######## block 1 ########
==> block_1/flops_by_reg.png <==
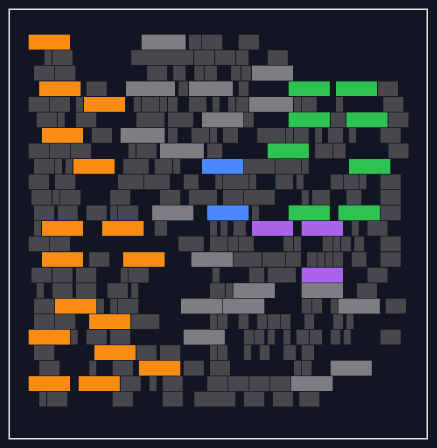

$ cat src/rtl/bus_transfer_ctrl_if.sv
// Register-bus signal bundle for bus_transfer_ctrl: request inputs, shared read bus,
// register enables/write data and transfer status.
interface bus_transfer_ctrl_if #(
  parameter int unsigned width    = 16,
  parameter int unsigned num_regs = 8,
  parameter int unsigned sel_w    = 3
);
  logic                start;
  logic                op;
  logic [sel_w-1:0]    src;
  logic [sel_w-1:0]    dst;
  logic [width-1:0]    bus_in;
  logic [num_regs-1:0] oe;
  logic [num_regs-1:0] we;
  logic [width-1:0]    wdata;
  logic                busy;
  logic                done;
  logic [7:0]          xfer_cnt;

  modport master (
    input  start, op, src, dst, bus_in,
    output oe, we, wdata, busy, done, xfer_cnt
  );

  modport slave (
    output start, op, src, dst, bus_in,
    input  oe, we, wdata, busy, done, xfer_cnt
  );
endinterface

$ cat src/rtl/bus_transfer_ctrl.sv
// Register-to-register transfer controller: move (or swap) between attached registers.
// Define BUS_TRANSFER_SWAP_EN to enable swap (op=1); otherwise every transfer is a move.
module bus_transfer_ctrl #(
  parameter int unsigned width    = 16,
  parameter int unsigned num_regs = 8,
  parameter int unsigned sel_w    = 3
) (
  input  logic                 clk,
  input  logic                 rst,
  bus_transfer_ctrl_if.master  bus
);

  typedef enum logic [2:0] {
    IDLE = 3'd0,
    RD_A = 3'd1,
    WR_A = 3'd2,
    DONE = 3'd3
`ifdef BUS_TRANSFER_SWAP_EN
    ,
    RD_B = 3'd4,
    WR_B = 3'd5
`endif
  } state_t;

  state_t              state;
  logic [sel_w-1:0]    dst_q;
  logic [width-1:0]    tmp_a;
  logic [num_regs-1:0] oe_q;
  logic [num_regs-1:0] we_q;
  logic                busy_q;
  logic                done_q;
  logic [7:0]          cnt_q;
`ifdef BUS_TRANSFER_SWAP_EN
  logic                op_q;
  logic [sel_w-1:0]    src_q;
  logic [width-1:0]    tmp_b;
  logic [width-1:0]    wdata_q;
`endif

  function automatic logic [num_regs-1:0] onehot(input logic [sel_w-1:0] idx);
    logic [num_regs-1:0] v;
    v      = '0;
    v[idx] = 1'b1;
    return v;
  endfunction

  always_ff @(posedge clk) begin
    if (rst) begin
      state  <= IDLE;
      dst_q  <= '0;
      tmp_a  <= '0;
      oe_q   <= '0;
      we_q   <= '0;
      busy_q <= 1'b0;
      done_q <= 1'b0;
      cnt_q  <= '0;
`ifdef BUS_TRANSFER_SWAP_EN
      op_q    <= 1'b0;
      src_q   <= '0;
      tmp_b   <= '0;
      wdata_q <= '0;
`endif
    end else begin
      done_q <= 1'b0;
      unique case (state)
        IDLE: begin
          if (bus.start) begin
            dst_q  <= bus.dst;
            oe_q   <= onehot(bus.src);
            busy_q <= 1'b1;
            state  <= RD_A;
`ifdef BUS_TRANSFER_SWAP_EN
            op_q  <= bus.op;
            src_q <= bus.src;
`endif
          end
        end
        RD_A: begin
          tmp_a <= bus.bus_in;
`ifdef BUS_TRANSFER_SWAP_EN
          if (op_q) begin
            oe_q  <= onehot(dst_q);
            state <= RD_B;
          end else begin
            oe_q    <= '0;
            we_q    <= onehot(dst_q);
            wdata_q <= bus.bus_in;
            state   <= WR_A;
          end
`else
          oe_q  <= '0;
          we_q  <= onehot(dst_q);
          state <= WR_A;
`endif
        end
`ifdef BUS_TRANSFER_SWAP_EN
        RD_B: begin
          tmp_b   <= bus.bus_in;
          oe_q    <= '0;
          we_q    <= onehot(dst_q);
          wdata_q <= tmp_a;
          state   <= WR_A;
        end
        WR_A: begin
          if (op_q) begin
            we_q    <= onehot(src_q);
            wdata_q <= tmp_b;
            state   <= WR_B;
          end else begin
            we_q   <= '0;
            busy_q <= 1'b0;
            done_q <= 1'b1;
            cnt_q  <= cnt_q + 8'd1;
            state  <= DONE;
          end
        end
        WR_B: begin
          we_q   <= '0;
          busy_q <= 1'b0;
          done_q <= 1'b1;
          cnt_q  <= cnt_q + 8'd1;
          state  <= DONE;
        end
`else
        WR_A: begin
          we_q   <= '0;
          busy_q <= 1'b0;
          done_q <= 1'b1;
          cnt_q  <= cnt_q + 8'd1;
          state  <= DONE;
        end
`endif
        DONE: state <= IDLE;
        default: state <= IDLE;
      endcase
    end
  end

  assign bus.oe       = oe_q;
  assign bus.we       = we_q;
  assign bus.busy     = busy_q;
  assign bus.done     = done_q;
  assign bus.xfer_cnt = cnt_q;
`ifdef BUS_TRANSFER_SWAP_EN
  assign bus.wdata    = wdata_q;
`else
  // Move-only: tmp_a changes only at the RD_A edge, so it doubles as the held write data.
  assign bus.wdata    = tmp_a;
`endif

endmodule
$ cat src/flat_wrapper.sv
// flat-port wrapper written by rule: the top's interface ports become plain ports
module bus_transfer_ctrl_flat 
#(
  parameter int unsigned width    = 16,
  parameter int unsigned num_regs = 8,
  parameter int unsigned sel_w    = 3
)
  (clk, rst, bus_start, bus_op, bus_src, bus_dst, bus_bus_in, bus_oe, bus_we, bus_wdata, bus_busy, bus_done, bus_xfer_cnt);
  bus_transfer_ctrl_if #(.width(width), .num_regs(num_regs), .sel_w(sel_w)) bus_i ();
  input  logic clk;
  input  logic rst;
  input wire logic [$bits(bus_i.start)-1:0] bus_start;
  input wire logic [$bits(bus_i.op)-1:0] bus_op;
  input wire logic [$bits(bus_i.src)-1:0] bus_src;
  input wire logic [$bits(bus_i.dst)-1:0] bus_dst;
  input wire logic [$bits(bus_i.bus_in)-1:0] bus_bus_in;
  output wire logic [$bits(bus_i.oe)-1:0] bus_oe;
  output wire logic [$bits(bus_i.we)-1:0] bus_we;
  output wire logic [$bits(bus_i.wdata)-1:0] bus_wdata;
  output wire logic [$bits(bus_i.busy)-1:0] bus_busy;
  output wire logic [$bits(bus_i.done)-1:0] bus_done;
  output wire logic [$bits(bus_i.xfer_cnt)-1:0] bus_xfer_cnt;
  assign bus_i.start = bus_start;
  assign bus_i.op = bus_op;
  assign bus_i.src = bus_src;
  assign bus_i.dst = bus_dst;
  assign bus_i.bus_in = bus_bus_in;
  assign bus_oe = bus_i.oe;
  assign bus_we = bus_i.we;
  assign bus_wdata = bus_i.wdata;
  assign bus_busy = bus_i.busy;
  assign bus_done = bus_i.done;
  assign bus_xfer_cnt = bus_i.xfer_cnt;
  bus_transfer_ctrl #(.width(width), .num_regs(num_regs), .sel_w(sel_w)) u_core (.clk(clk), .rst(rst), .bus(bus_i));
endmodule
$ cat config.mk
export PLATFORM = sky130hd
export DESIGN_NAME = bus_transfer_ctrl_flat
export DESIGN_NICKNAME = d
export VERILOG_FILES = /design/src/rtl/bus_transfer_ctrl_if.sv /design/src/rtl/bus_transfer_ctrl.sv /design/src/flat_wrapper.sv
export SDC_FILE = /design/constraint.sdc
export NUM_CORES = 1
export LEC_CHECK = 0
export CORE_AREA = 3 3 70 72
export CTS_CLUSTER_SIZE = 16
export DETAILED_ROUTE_END_ITERATION = 10
export DIE_AREA = 0 0 73 75
export PLACE_DENSITY = 0.72
export SLEW_MARGIN = 5
export SYNTH_ARGS = -nofsm -noshare
export SYNTH_HDL_FRONTEND = slang
export SYNTH_SLANG_ARGS = --single-unit
export TNS_END_PERCENT = 100
$ cat constraint.sdc
create_clock -name clk -period 1.6 [get_ports clk]
set_clock_uncertainty 0.05 [all_clocks]
set_input_delay 0.32 -clock clk [delete_from_list [all_inputs] [get_ports clk]]
set_output_delay 0.32 -clock clk [all_outputs]
set_load 0.005 [all_outputs]
######## block 2 ########
===== src/rtl/branch_pkg.sv =====
// rtl/branch_pkg.sv - shared types and RAS action codes for the branch target unit
package branch_pkg;

  typedef enum logic [1:0] {
    NONE   = 2'b00,
    JAL    = 2'b01,
    BRANCH = 2'b10,
    JALR   = 2'b11
  } br_op_t;

  localparam logic [1:0] RAS_ACT_NONE    = 2'd0;
  localparam logic [1:0] RAS_ACT_PUSH    = 2'd1;
  localparam logic [1:0] RAS_ACT_POP     = 2'd2;
  localparam logic [1:0] RAS_ACT_REPLACE = 2'd3;

  // Call/return hinting from the link-register usage of rd and rs1.
  function automatic logic [1:0] ras_action(input br_op_t op, input logic rd_link,
                                            input logic rs1_link);
    logic [1:0] act;
    act = RAS_ACT_NONE;
    case (op)
      JAL: begin
        if (rd_link) act = RAS_ACT_PUSH;
      end
      JALR: begin
        case ({rd_link, rs1_link})
          2'b10:   act = RAS_ACT_PUSH;
          2'b01:   act = RAS_ACT_POP;
          2'b11:   act = RAS_ACT_REPLACE;
          default: act = RAS_ACT_NONE;
        endcase
      end
      default: act = RAS_ACT_NONE;
    endcase
    return act;
  endfunction

endpackage


===== src/rtl/ras_stack.sv =====
// rtl/ras_stack.sv - circular return-address stack that overwrites its oldest entry when full
module ras_stack #(
  parameter int XLEN      = 32,
  parameter int RAS_DEPTH = 4,
  localparam int PW       = $clog2(RAS_DEPTH),
  localparam int CW       = $clog2(RAS_DEPTH + 1)
) (
  input  logic            clk,
  input  logic            resetn,
  input  logic            push,
  input  logic            pop,
  input  logic [XLEN-1:0] data,
  output logic [XLEN-1:0] top,
  output logic [CW-1:0]   count
);

  localparam logic [CW-1:0] FULL    = CW'(RAS_DEPTH);
  localparam logic [CW-1:0] CNT_ONE = CW'(1);
  localparam logic [PW-1:0] PTR_ONE = PW'(1);

  logic [XLEN-1:0] mem [RAS_DEPTH];
  // ptr is the next free slot; the newest entry sits just below it.
  logic [PW-1:0]   ptr;
  logic [PW-1:0]   top_idx;

  assign top_idx = ptr - PTR_ONE;
  assign top     = mem[top_idx];

  // Push/pop/replace; a push+pop pair on an empty stack degrades to a plain push.
  always_ff @(posedge clk) begin
    if (!resetn) begin
      ptr   <= '0;
      count <= '0;
      for (int k = 0; k < RAS_DEPTH; k++) mem[k] <= '0;
    end else if (push && pop && count != '0) begin
      mem[top_idx] <= data;
    end else if (push) begin
      mem[ptr] <= data;
      ptr      <= ptr + PTR_ONE;
      if (count != FULL) count <= count + CNT_ONE;
    end else if (pop && count != '0) begin
      ptr   <= top_idx;
      count <= count - CNT_ONE;
    end
  end

endmodule


===== src/rtl/branch_target_unit.sv =====
// rtl/branch_target_unit.sv - registered JAL/BRANCH/JALR target generator with RAS prediction
module branch_target_unit
  import branch_pkg::*;
#(
  parameter int XLEN      = 32,
  parameter int RAS_DEPTH = 4,
  parameter int ALIGN     = 4
) (
  input  logic            CLK,
  input  logic            RST_N,
  input  logic            FLUSH,
  input  logic            IN_VALID,
  output logic            IN_READY,
  input  br_op_t          OP,
  input  logic [XLEN-1:0] PC,
  input  logic [XLEN-1:0] RS1,
  input  logic [XLEN-1:0] I,
  input  logic [XLEN-1:0] J,
  input  logic [XLEN-1:0] B,
  input  logic            RD_LINK,
  input  logic            RS1_LINK,
  output logic            OUT_VALID,
  input  logic            OUT_READY,
  output logic [XLEN-1:0] TARGET,
  output logic [XLEN-1:0] LINK,
  output logic            MISALIGNED,
  output logic            PRED_VALID,
  output logic [XLEN-1:0] PRED,
  output logic            MISPRED
);

  localparam int CW = $clog2(RAS_DEPTH + 1);
  localparam int AW = $clog2(ALIGN);

  logic            accept;
  logic [1:0]      ras_act;
  logic            ras_push;
  logic            ras_pop;
  logic [XLEN-1:0] ras_top;
  logic [CW-1:0]   ras_count;
  logic [XLEN-1:0] target_next;
  logic [XLEN-1:0] link_next;
  logic            misaligned_next;
  logic            pred_valid_next;
  logic [XLEN-1:0] pred_next;
  logic            mispred_next;

  assign IN_READY = !FLUSH && (!OUT_VALID || OUT_READY);
  assign accept   = IN_VALID && IN_READY;

  assign ras_act  = ras_action(OP, RD_LINK, RS1_LINK);
  assign ras_push = accept && (ras_act == RAS_ACT_PUSH || ras_act == RAS_ACT_REPLACE);
  assign ras_pop  = accept && (ras_act == RAS_ACT_POP || ras_act == RAS_ACT_REPLACE);

  ras_stack #(
    .XLEN      (XLEN),
    .RAS_DEPTH (RAS_DEPTH)
  ) u_ras (
    .clk    (CLK),
    .resetn (RST_N),
    .push   (ras_push),
    .pop    (ras_pop),
    .data   (link_next),
    .top    (ras_top),
    .count  (ras_count)
  );

  // Target adders and op select; JALR clears bit 0 of its sum.
  always_comb begin
    target_next = PC;
    case (OP)
      JAL:     target_next = PC + J;
      BRANCH:  target_next = PC + B;
      JALR:    target_next = (RS1 + I) & ~XLEN'(1);
      default: target_next = PC;
    endcase
    link_next       = PC + XLEN'(4);
    misaligned_next = |target_next[AW-1:0];
    pred_valid_next = (ras_act == RAS_ACT_POP || ras_act == RAS_ACT_REPLACE) && ras_count != '0;
    pred_next       = pred_valid_next ? ras_top : '0;
    mispred_next    = pred_valid_next && (pred_next != target_next);
  end

  // Output register: loads on accept, flush only drops the valid flag.
  always_ff @(posedge CLK) begin
    if (!RST_N) begin
      OUT_VALID  <= 1'b0;
      TARGET     <= '0;
      LINK       <= '0;
      MISALIGNED <= 1'b0;
      PRED_VALID <= 1'b0;
      PRED       <= '0;
      MISPRED    <= 1'b0;
    end else if (FLUSH) begin
      OUT_VALID <= 1'b0;
    end else if (accept) begin
      OUT_VALID  <= 1'b1;
      TARGET     <= target_next;
      LINK       <= link_next;
      MISALIGNED <= misaligned_next;
      PRED_VALID <= pred_valid_next;
      PRED       <= pred_next;
      MISPRED    <= mispred_next;
    end else if (OUT_READY) begin
      OUT_VALID <= 1'b0;
    end
  end

endmodule


===== config.mk =====
export PLATFORM = sky130hd
export DESIGN_NAME = branch_target_unit
export DESIGN_NICKNAME = d
export VERILOG_FILES = /design/src/rtl/branch_pkg.sv /design/src/rtl/ras_stack.sv /design/src/rtl/branch_target_unit.sv
export SDC_FILE = /design/constraint.sdc
export NUM_CORES = 1
export LEC_CHECK = 0
export CAP_MARGIN = 10
export CORE_ASPECT_RATIO = 0.75
export CORE_UTILIZATION = 55
export DETAILED_ROUTE_END_ITERATION = 6
export HOLD_SLACK_MARGIN = 0.15
export PLACE_DENSITY = 0.86
export SYNTH_ARGS = -nofsm -noshare
export SYNTH_HDL_FRONTEND = slang
export SYNTH_SLANG_ARGS = --single-unit

===== constraint.sdc =====
create_clock -name CLK -period 8.5 [get_ports CLK]
set_input_delay 2.125 -clock CLK [delete_from_list [all_inputs] [get_ports CLK]]
set_output_delay 2.125 -clock CLK [all_outputs]
set_load 0.01 [all_outputs]

######## block 3 ########
--- config.mk ---
export PLATFORM = sky130hd
export DESIGN_NAME = axi4lite_slave
export DESIGN_NICKNAME = d
export VERILOG_FILES = /design/src/rtl/axi4lite_pkg.sv /design/src/rtl/axi4lite_regfile.sv /design/src/rtl/axi4lite_slave.sv
export SDC_FILE = /design/constraint.sdc
export NUM_CORES = 1
export LEC_CHECK = 0
export CAP_MARGIN = 15
export CORE_AREA = 2 2 238 240
export DETAILED_ROUTE_END_ITERATION = 12
export DIE_AREA = 0 0 240 242
export PLACE_DENSITY = 0.88
export SYNTH_ARGS = -nofsm -noshare
export SYNTH_HDL_FRONTEND = slang
export SYNTH_SLANG_ARGS = --single-unit
--- constraint.sdc ---
create_clock -name ACLK -period 3.35 [get_ports ACLK]
set_input_delay 0.8375 -clock ACLK [delete_from_list [all_inputs] [get_ports ACLK]]
set_output_delay 0.8375 -clock ACLK [all_outputs]
set_load 0.05 [all_outputs]
--- src/rtl/axi4lite_pkg.sv ---
// Shared response codes and channel FSM state types for the AXI4-Lite slave.
package axi4lite_pkg;

  localparam logic [1:0] RESP_OKAY   = 2'b00;
  localparam logic [1:0] RESP_SLVERR = 2'b10;

  typedef enum logic [1:0] {
    WR_IDLE      = 2'd0,
    WR_WAIT_DATA = 2'd1,
    WR_WAIT_ADDR = 2'd2,
    WR_RESP      = 2'd3
  } wr_state_t;

  typedef enum logic {
    RD_IDLE = 1'b0,
    RD_DATA = 1'b1
  } rd_state_t;

endpackage

--- src/rtl/axi4lite_regfile.sv ---
// Word-indexed register file: slot 0 is the read-only ID word, the rest are RW.
// Slot 0 storage never leaves reset, so the exported image shows 0 there.
module axi4lite_regfile #(
  parameter int                    DATA_WIDTH = 32,
  parameter int                    IDX_WIDTH  = 4,
  parameter logic [DATA_WIDTH-1:0] ID_VALUE   = 32'hA11E_0001
) (
  input  logic                                   clk_i,
  input  logic                                   rst_ni,
  input  logic                                   we_i,
  input  logic [IDX_WIDTH-1:0]                   wr_idx_i,
  input  logic [DATA_WIDTH-1:0]                  wr_data_i,
  input  logic [IDX_WIDTH-1:0]                   rd_idx_i,
  output logic [DATA_WIDTH-1:0]                  rd_data_o,
  output logic [(2**IDX_WIDTH)*DATA_WIDTH-1:0]   regs_o
);

  localparam int NUM_REGS = 2 ** IDX_WIDTH;

  logic [DATA_WIDTH-1:0] regs_q [NUM_REGS];

  always_ff @(posedge clk_i or negedge rst_ni) begin
    if (!rst_ni) begin
      for (int i = 0; i < NUM_REGS; i++) begin
        regs_q[i] <= '0;
      end
    end else if (we_i && (wr_idx_i != '0)) begin
      regs_q[wr_idx_i] <= wr_data_i;
    end
  end

  assign rd_data_o = (rd_idx_i == '0) ? ID_VALUE : regs_q[rd_idx_i];

  always_comb begin
    regs_o = '0;
    for (int i = 0; i < NUM_REGS; i++) begin
      regs_o[i*DATA_WIDTH +: DATA_WIDTH] = regs_q[i];
    end
  end

endmodule

--- src/rtl/axi4lite_slave.sv ---
// AXI4-Lite slave endpoint: independent write and read channel FSMs in front
// of a small register file whose contents are exported flat to the fabric.
module axi4lite_slave
  import axi4lite_pkg::*;
#(
  parameter int                    data_width    = 32,
  parameter int                    address_width = 6,
  parameter logic [data_width-1:0] ID_VALUE      = 32'hA11E_0001
) (
  input  logic                                          ACLK,
  input  logic                                          ARESET_N,
  input  logic [address_width-1:0]                      AWADDR,
  input  logic                                          AWVALID,
  output logic                                          AWREADY,
  input  logic [data_width-1:0]                         WDATA,
  input  logic                                          WVALID,
  output logic                                          WREADY,
  output logic [1:0]                                    BRESP,
  output logic                                          BVALID,
  input  logic                                          BREADY,
  input  logic [address_width-1:0]                      ARADDR,
  input  logic                                          ARVALID,
  output logic                                          ARREADY,
  output logic [data_width-1:0]                         RDATA,
  output logic [1:0]                                    RRESP,
  output logic                                          RVALID,
  input  logic                                          RREADY,
  output logic [(2**(address_width-2))*data_width-1:0]  regs_out,
  output logic                                          wr_strobe,
  output logic [address_width-3:0]                      wr_index
);

  localparam int IDX_W = address_width - 2;

  wr_state_t             wr_state_q;
  rd_state_t             rd_state_q;
  logic                  awready_q, wready_q, bvalid_q, arready_q, rvalid_q, wr_strobe_q;
  logic [1:0]            bresp_q;
  logic [IDX_W-1:0]      awidx_q, wr_index_q;
  logic [data_width-1:0] wdata_q, rdata_q;

  logic                  commit_s, rw_commit_s;
  logic [IDX_W-1:0]      cmt_idx_s, rd_idx_s;
  logic [data_width-1:0] cmt_data_s, rd_data_s;
  logic                  addr_lsb_unused;

  assign addr_lsb_unused = ^{AWADDR[1:0], ARADDR[1:0]};
  assign rd_idx_s        = ARADDR[address_width-1:2];

  // The commit fires on the edge completing the last of the AW/W handshakes;
  // whichever half arrived earlier comes from its holding register.
  always_comb begin
    commit_s   = 1'b0;
    cmt_idx_s  = AWADDR[address_width-1:2];
    cmt_data_s = WDATA;
    case (wr_state_q)
      WR_IDLE: commit_s = AWVALID & awready_q & WVALID & wready_q;
      WR_WAIT_DATA: begin
        commit_s  = WVALID & wready_q;
        cmt_idx_s = awidx_q;
      end
      WR_WAIT_ADDR: begin
        commit_s   = AWVALID & awready_q;
        cmt_data_s = wdata_q;
      end
      default: commit_s = 1'b0;
    endcase
  end

  assign rw_commit_s = commit_s & (cmt_idx_s != '0);

  axi4lite_regfile #(
    .DATA_WIDTH (data_width),
    .IDX_WIDTH  (IDX_W),
    .ID_VALUE   (ID_VALUE)
  ) u_regfile (
    .clk_i     (ACLK),
    .rst_ni    (ARESET_N),
    .we_i      (rw_commit_s),
    .wr_idx_i  (cmt_idx_s),
    .wr_data_i (cmt_data_s),
    .rd_idx_i  (rd_idx_s),
    .rd_data_o (rd_data_s),
    .regs_o    (regs_out)
  );

  always_ff @(posedge ACLK or negedge ARESET_N) begin
    if (!ARESET_N) begin
      wr_state_q  <= WR_IDLE;
      awready_q   <= 1'b0;
      wready_q    <= 1'b0;
      bvalid_q    <= 1'b0;
      bresp_q     <= RESP_OKAY;
      wr_strobe_q <= 1'b0;
      wr_index_q  <= '0;
      awidx_q     <= '0;
      wdata_q     <= '0;
    end else begin
      wr_strobe_q <= 1'b0;
      if (commit_s) begin
        wr_state_q  <= WR_RESP;
        awready_q   <= 1'b0;
        wready_q    <= 1'b0;
        bvalid_q    <= 1'b1;
        bresp_q     <= rw_commit_s ? RESP_OKAY : RESP_SLVERR;
        wr_strobe_q <= rw_commit_s;
        if (rw_commit_s) begin
          wr_index_q <= cmt_idx_s;
        end
      end else begin
        case (wr_state_q)
          WR_IDLE: begin
            if (AWVALID && awready_q) begin
              awidx_q    <= AWADDR[address_width-1:2];
              awready_q  <= 1'b0;
              wready_q   <= 1'b1;
              wr_state_q <= WR_WAIT_DATA;
            end else if (WVALID && wready_q) begin
              wdata_q    <= WDATA;
              awready_q  <= 1'b1;
              wready_q   <= 1'b0;
              wr_state_q <= WR_WAIT_ADDR;
            end else begin
              awready_q <= 1'b1;
              wready_q  <= 1'b1;
            end
          end
          WR_WAIT_DATA, WR_WAIT_ADDR: wr_state_q <= wr_state_q;
          WR_RESP: begin
            if (BREADY) begin
              bvalid_q   <= 1'b0;
              awready_q  <= 1'b1;
              wready_q   <= 1'b1;
              wr_state_q <= WR_IDLE;
            end
          end
          default: wr_state_q <= WR_IDLE;
        endcase
      end
    end
  end

  // Read data is captured from the pre-edge register value, so a same-edge
  // write to the same register is not visible until the next read.
  always_ff @(posedge ACLK or negedge ARESET_N) begin
    if (!ARESET_N) begin
      rd_state_q <= RD_IDLE;
      arready_q  <= 1'b0;
      rvalid_q   <= 1'b0;
      rdata_q    <= '0;
    end else begin
      case (rd_state_q)
        RD_IDLE: begin
          if (ARVALID && arready_q) begin
            rdata_q    <= rd_data_s;
            arready_q  <= 1'b0;
            rvalid_q   <= 1'b1;
            rd_state_q <= RD_DATA;
          end else begin
            arready_q <= 1'b1;
          end
        end
        RD_DATA: begin
          if (RREADY) begin
            rvalid_q   <= 1'b0;
            arready_q  <= 1'b1;
            rd_state_q <= RD_IDLE;
          end
        end
        default: rd_state_q <= RD_IDLE;
      endcase
    end
  end

  assign AWREADY   = awready_q;
  assign WREADY    = wready_q;
  assign BVALID    = bvalid_q;
  assign BRESP     = bresp_q;
  assign ARREADY   = arready_q;
  assign RVALID    = rvalid_q;
  assign RDATA     = rdata_q;
  assign RRESP     = RESP_OKAY;
  assign wr_strobe = wr_strobe_q;
  assign wr_index  = wr_index_q;

endmodule

######## block 4 ########
==> config.mk <==
export PLATFORM = sky130hd
export DESIGN_NAME = pc_unit_irq_vec
export DESIGN_NICKNAME = d
export VERILOG_FILES = /design/src/rtl/pc_unit_irq_vec.sv
export SDC_FILE = /design/constraint.sdc
export NUM_CORES = 1
export LEC_CHECK = 0
export ABC_AREA = 1
export CAP_MARGIN = 10
export CELL_PAD_IN_SITES_DETAIL_PLACEMENT = 0
export CELL_PAD_IN_SITES_GLOBAL_PLACEMENT = 1
export CORE_MARGIN = 2
export CORE_UTILIZATION = 25
export DETAILED_ROUTE_END_ITERATION = 7
export PLACE_DENSITY = 0.68
export SLEW_MARGIN = 20
export SYNTH_ARGS = -nofsm -noshare
export SYNTH_HDL_FRONTEND = slang
export SYNTH_SLANG_ARGS = --single-unit
==> constraint.sdc <==
create_clock -name clk -period 3.8 [get_ports clk]
set_input_delay 0.57 -clock clk [delete_from_list [all_inputs] [get_ports clk]]
set_output_delay 0.57 -clock clk [all_outputs]
set_load 0.1 [all_outputs]
==> src/rtl/pc_unit_irq_vec.sv <==
`default_nettype none
// ============================================================================
// Module      : pc_unit_irq_vec
// Description : Fetch-stage program counter with vectored, maskable,
//               multi-line interrupts, EPC save and mret return.
// Revision    : 1.0 - initial release
// ============================================================================
module pc_unit_irq_vec #(
    parameter int              XLEN      = 32,
    parameter logic [XLEN-1:0] RESET_VEC = '0,
    parameter logic [XLEN-1:0] TRAP_VEC  = XLEN'('h100),
    parameter int              STEP      = 4,
    parameter int              NUM_IRQ   = 4,
    localparam int             CW        = (NUM_IRQ > 1) ? $clog2(NUM_IRQ) : 1
) (
    input  logic               clk,
    input  logic               reset,
    input  logic               stall,
    input  logic               jump,
    input  logic               branch,
    input  logic               zero_flag,
    input  logic [XLEN-1:0]    pc_target,
    input  logic [NUM_IRQ-1:0] irq,
    input  logic [NUM_IRQ-1:0] irq_en,
    input  logic               mret,
    output logic [XLEN-1:0]    pc,
    output logic [XLEN-1:0]    epc,
    output logic               in_handler,
    output logic [NUM_IRQ-1:0] irq_ack,
    output logic [CW-1:0]      irq_cause
);

    localparam logic [XLEN-1:0] c_step = XLEN'(STEP);

    typedef enum logic [0:0] {
        S_RUN     = 1'b0,
        S_HANDLER = 1'b1
    } state_t;

    state_t              r_state;
    logic [XLEN-1:0]     r_pc;
    logic [XLEN-1:0]     r_epc;
    logic [NUM_IRQ-1:0]  r_ack;
    logic [CW-1:0]       r_cause;

    logic [NUM_IRQ-1:0]  w_pend;
    logic                w_any;
    logic [CW-1:0]       w_k;
    logic [XLEN-1:0]     w_seq_next;
    logic [XLEN-1:0]     w_vec;

    assign w_pend = irq & irq_en;
    assign w_any  = |w_pend;

    // Scan downward so the lowest set index (highest priority) wins.
    always_comb begin
        w_k = '0;
        for (int i = NUM_IRQ - 1; i >= 0; i--) begin
            if (w_pend[i]) begin
                w_k = CW'(i);
            end
        end
    end

    assign w_seq_next = jump                 ? pc_target :
                        (branch & zero_flag) ? pc_target :
                                               r_pc + c_step;

    assign w_vec = TRAP_VEC + c_step * XLEN'(w_k);

    always_ff @(posedge clk or posedge reset) begin
        if (reset) begin
            r_state <= S_RUN;
            r_pc    <= RESET_VEC;
            r_epc   <= '0;
            r_ack   <= '0;
            r_cause <= '0;
        end else begin
            r_ack <= '0;
            if (!stall) begin
                if (r_state == S_RUN && w_any) begin
                    // Save the redirected path so an in-flight jump/branch survives the trap.
                    r_epc   <= w_seq_next;
                    r_pc    <= w_vec;
                    r_cause <= w_k;
                    r_ack   <= NUM_IRQ'(1) << w_k;
                    r_state <= S_HANDLER;
                end else if (r_state == S_HANDLER && mret) begin
                    r_pc    <= r_epc;
                    r_state <= S_RUN;
                end else begin
                    r_pc    <= w_seq_next;
                end
            end
        end
    end

    assign pc         = r_pc;
    assign epc        = r_epc;
    assign in_handler = (r_state == S_HANDLER);
    assign irq_ack    = r_ack;
    assign irq_cause  = r_cause;

endmodule
`default_nettype wire

==> block_3/metal_density.png <==
The die is cut into 24 by 24 equal tiles; dark blue is low, red is high, scaled to the fullest tile. Values are wire area over tile area, all layers added.
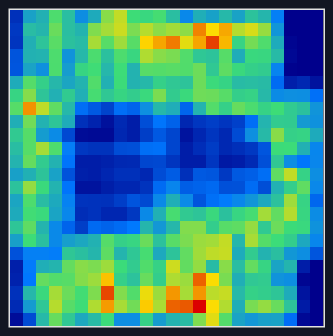
mean over tiles	0.27
nearly empty tiles	4.2%
tiles over half the peak	29%
fullest tile	0.70
emptiest ninth of the die	center

==> results.txt, block 3 <==
run metrics: fin crit share 0.841, number of buffers and inverters on the critical path 1, antenna-violating nets left 0, CP max FO 5, DRC 0, ant diodes 8, Startpoint Class flop, critical register-to-register path startpoint wr_state_q[0], Complex Gates by Area 0.0345, Yosys top cell area share 0.565, Synth warnings 0, Seq cells 594, Final non-clock buffer share 0.197, R2R Path End u_regfile.regs_o[391], status complete, no violations, bufs w/o clock 687, CLK BUF 81, Post-synth regs 594, Layout Area Growth over Synthesis 35.0%, setup slack, reg-to-reg 0.59 ns, Slowest cell on crit path clkdlybuf4s50_1, async set-reset flop share out of synthesis 1.00, Post-synth top cells dfrtp_1, mux2_2, clkbuf_1, multi-input gates 925
==> block_1/clk_routes.png <==
Scale bar: 20 um.
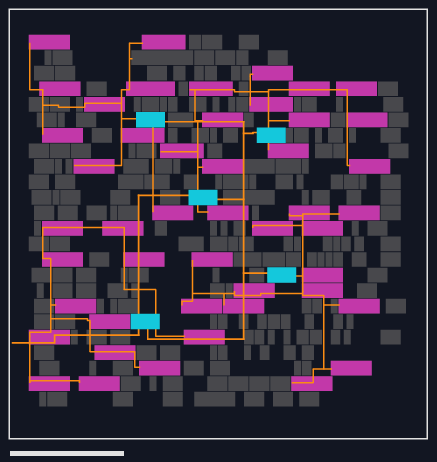
[orange] clock wires | length: 544 um
[magenta] flip-flops | count: 47
[cyan] clock drivers | count: 5
routed clock nets	6
flops lie	widely spread

==> block_1/clocks.png <==
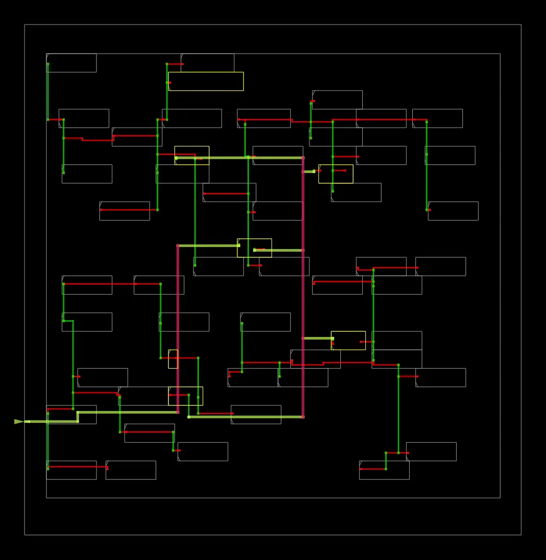
Seq cells: 47
CLK BUF: 6
worst-skew pair later-pin latency: 0.29 ns
Num CTS Buffers: 5

## Picture notes: block_1/flops_by_reg.png
color	name in the netlist	sequential cells
orange	`u_core.bus.wdata`	16
green	`u_core.bus.we`	8
blue	`u_core.state`	2
purple	`u_core.dst_q`	3
not colored	18

==> results.txt, block 1 <==
run metrics: Yosys top cell by area dfxtp_1, status complete, no violations, Post-synth regs 47, async set-reset flop share out of synthesis 0, WHS 0.406 ns, multi-input gates 134, met2 wire length 1710 um, chain of cells forming the critical path clkdlybuf4s50_1, CP max FO 5, most frequent cells in the layout clkdlybuf4s50_1, dfxtp_1, nor2_1, Leading cell kind flip-flops and latches, highest-count logic cell in the final layout clkdlybuf4s50_1, clock transition at the registers of the reported paths 0.08 ns, Slowest cell on crit path clkdlybuf4s50_1, Critical Path Source u_core.bus.xfer_cnt[4], fin crit share 0.963, Longest Clk Path Bufs 2, Synth mux share 0.112, placed insts 310, largest family of logic cells by area simple AND/OR/NAND/NOR gates, worst rel slew slack 0.817, Synthesized Nets 224, CTS tree done, # nets final 295, Syn Inst Count 194, finished layout cell area 0.00270 mm2
==> block_2/placement_by_type.png <==
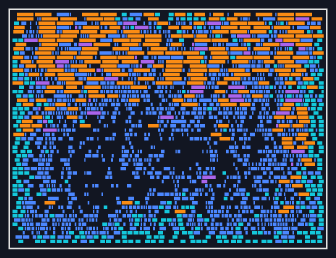
color	class	cells	share of their area
cyan	remaining buffers and delay cells	302	15%
purple	clock drivers and dummy loads	42	4.0%
orange	sequential cells	233	30%
blue	combinational and other logic	1496	51%

==> block_2/clk_routes.png <==
Scale bar: 50 um.
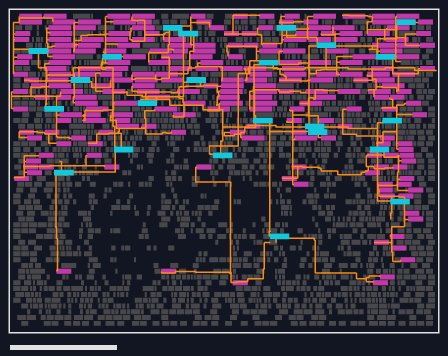
[orange] clock wires | length: 2970 um
[cyan] clock drivers | count: 23
[magenta] flip-flops | count: 233
routed clock nets	24

==> results.txt, block 2 <==
run metrics: Largest Register u_ras.mem, DRC 32, final estimated routing congestion in global placement 1.08, async set-reset flop share out of synthesis 0, fin. max-slew vios 0, violated checks DRC, met3 usage 0.140, Placed Area 0.0193 mm2, detailed placement HPWL 49100 um, Post-Route WL 65600 um, Slowest cell on crit path or4_1, most frequent cells in the layout clkdlybuf4s50_1, nand2_1, nor2_1, worst rel slew slack 0.218, status complete, but fails checks, vias per std cell 6.68, via count 16500, crit end category flop, Min-Delay Path Class flop to flop, GR met1 Demand/Resource 0.569, Complex Gates by Area 0.197, RSZ-0062 raised after global routing no
==> block_4/clocks.png <==
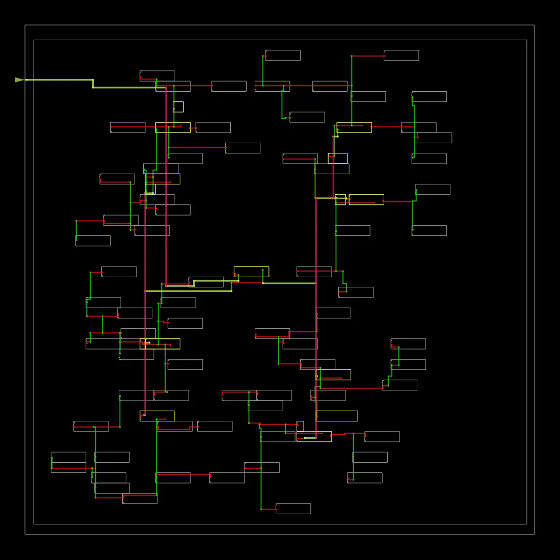
worst-skew pair later-pin latency: 0.34 ns
CTS Sinks: 71

==> block_4/clk_routes.png <==
Scale bar: 50 um.
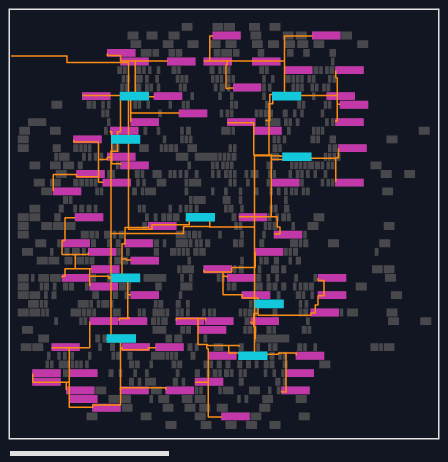
[cyan] clock drivers | count: 9
[orange] clock wires | length: 1130 um
[magenta] flip-flops | count: 71
routed clock nets	10

==> results.txt, block 4 <==
run metrics: status complete, no violations, core footprint 0.0166 mm2, vias per std cell 4.48, most frequent cells in the layout nand2_1, clkdlybuf4s50_1, dfrtp_1, Longest Clk Path Bufs 2, Cell Count, Final, Fillers Out 962, Worst-Margin Slew 1.02 ns, CP arrival 2.03 ns, vias in the first global route 4548, highest-count logic cell in the final layout nand2_1, worst setup margin 1.20 ns, Root Buffer Master clkbuf_16, setup bufs post-CTS 0, number of DRC markers in iteration 0 182, Min-Delay Path Class flop to flop, number of buffers and inverters on the critical path 1, post-synthesis instance area 0.00426 mm2, CLK BUF 11, initial antenna violation count 0, min-delay src irq_cause[0], DRC 0, flip-flops with a built-in enable 0

==> screenshots <==
Signal wires on met4.
Plate I
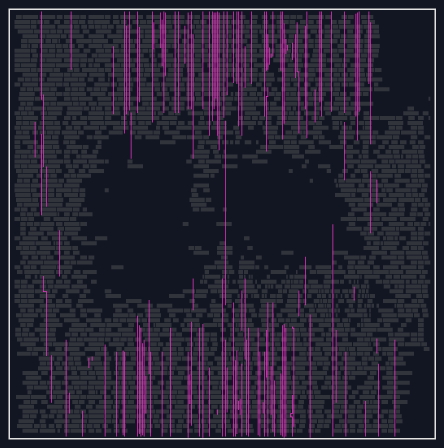
Plate II
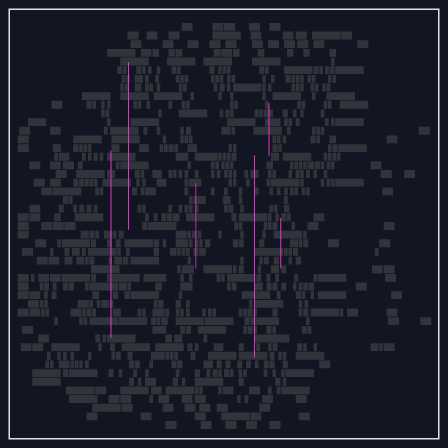
Plate III
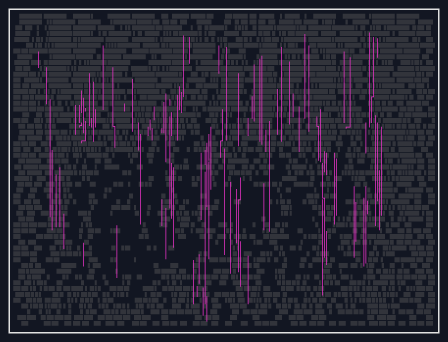
| from | picture |
|---|---|
| block 3 | Plate I |
| block 2 | Plate III |
| block 4 | Plate II |



## Gallery

Placement by cell class.
image #1
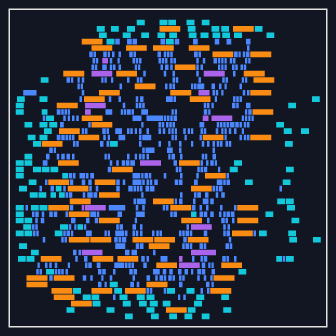
image #2
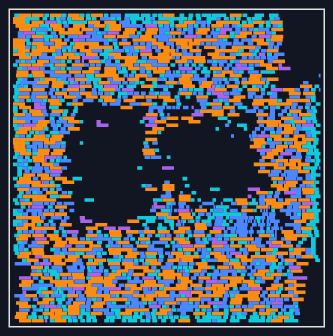
image #3
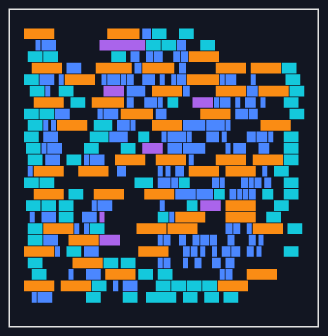
The one with the fewest sequential cells is image #3.
The one with the lowest utilization is image #1.
Image #3 comes from block 1.
Image #1 comes from block 4.
Image #2 comes from block 3.

Key to image #2:
color	class	cells	share of their area
blue	combinational and other logic	938	31%
cyan	remaining buffers and delay cells	687	20%
purple	clock drivers and dummy loads	108	5.7%
orange	sequential cells	594	43%


==> notes/layouts.md <==
Pictures saved along the way, in no particular order.

Wiring heat map.
picture 1
The die is cut into 27 by 27 equal tiles; dark blue is low, red is high, scaled to the fullest tile. Values are wire area over tile area, all layers added.
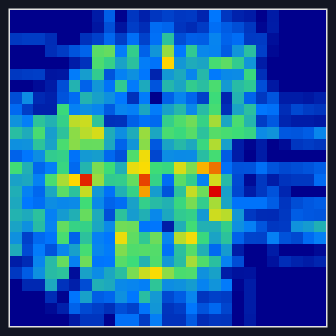
picture 2
The die is cut into 20 by 15 equal tiles; dark blue is low, red is high, scaled to the fullest tile. Values are wire area over tile area, all layers added.
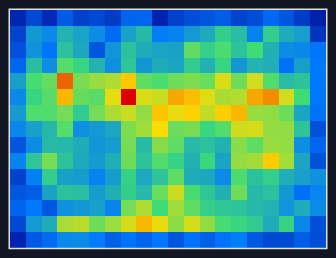
picture 3
The die is cut into 15 by 15 equal tiles; dark blue is low, red is high, scaled to the fullest tile. Values are wire area over tile area, all layers added.
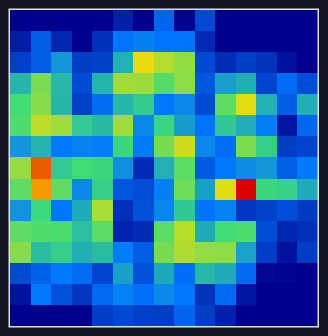
Block 2 is picture 2.
Block 4 is picture 1.
Block 1 is picture 3.

Key to picture 1:
densest ninth of the die	center
tiles over half the peak	13%
emptiest ninth of the die	lower right

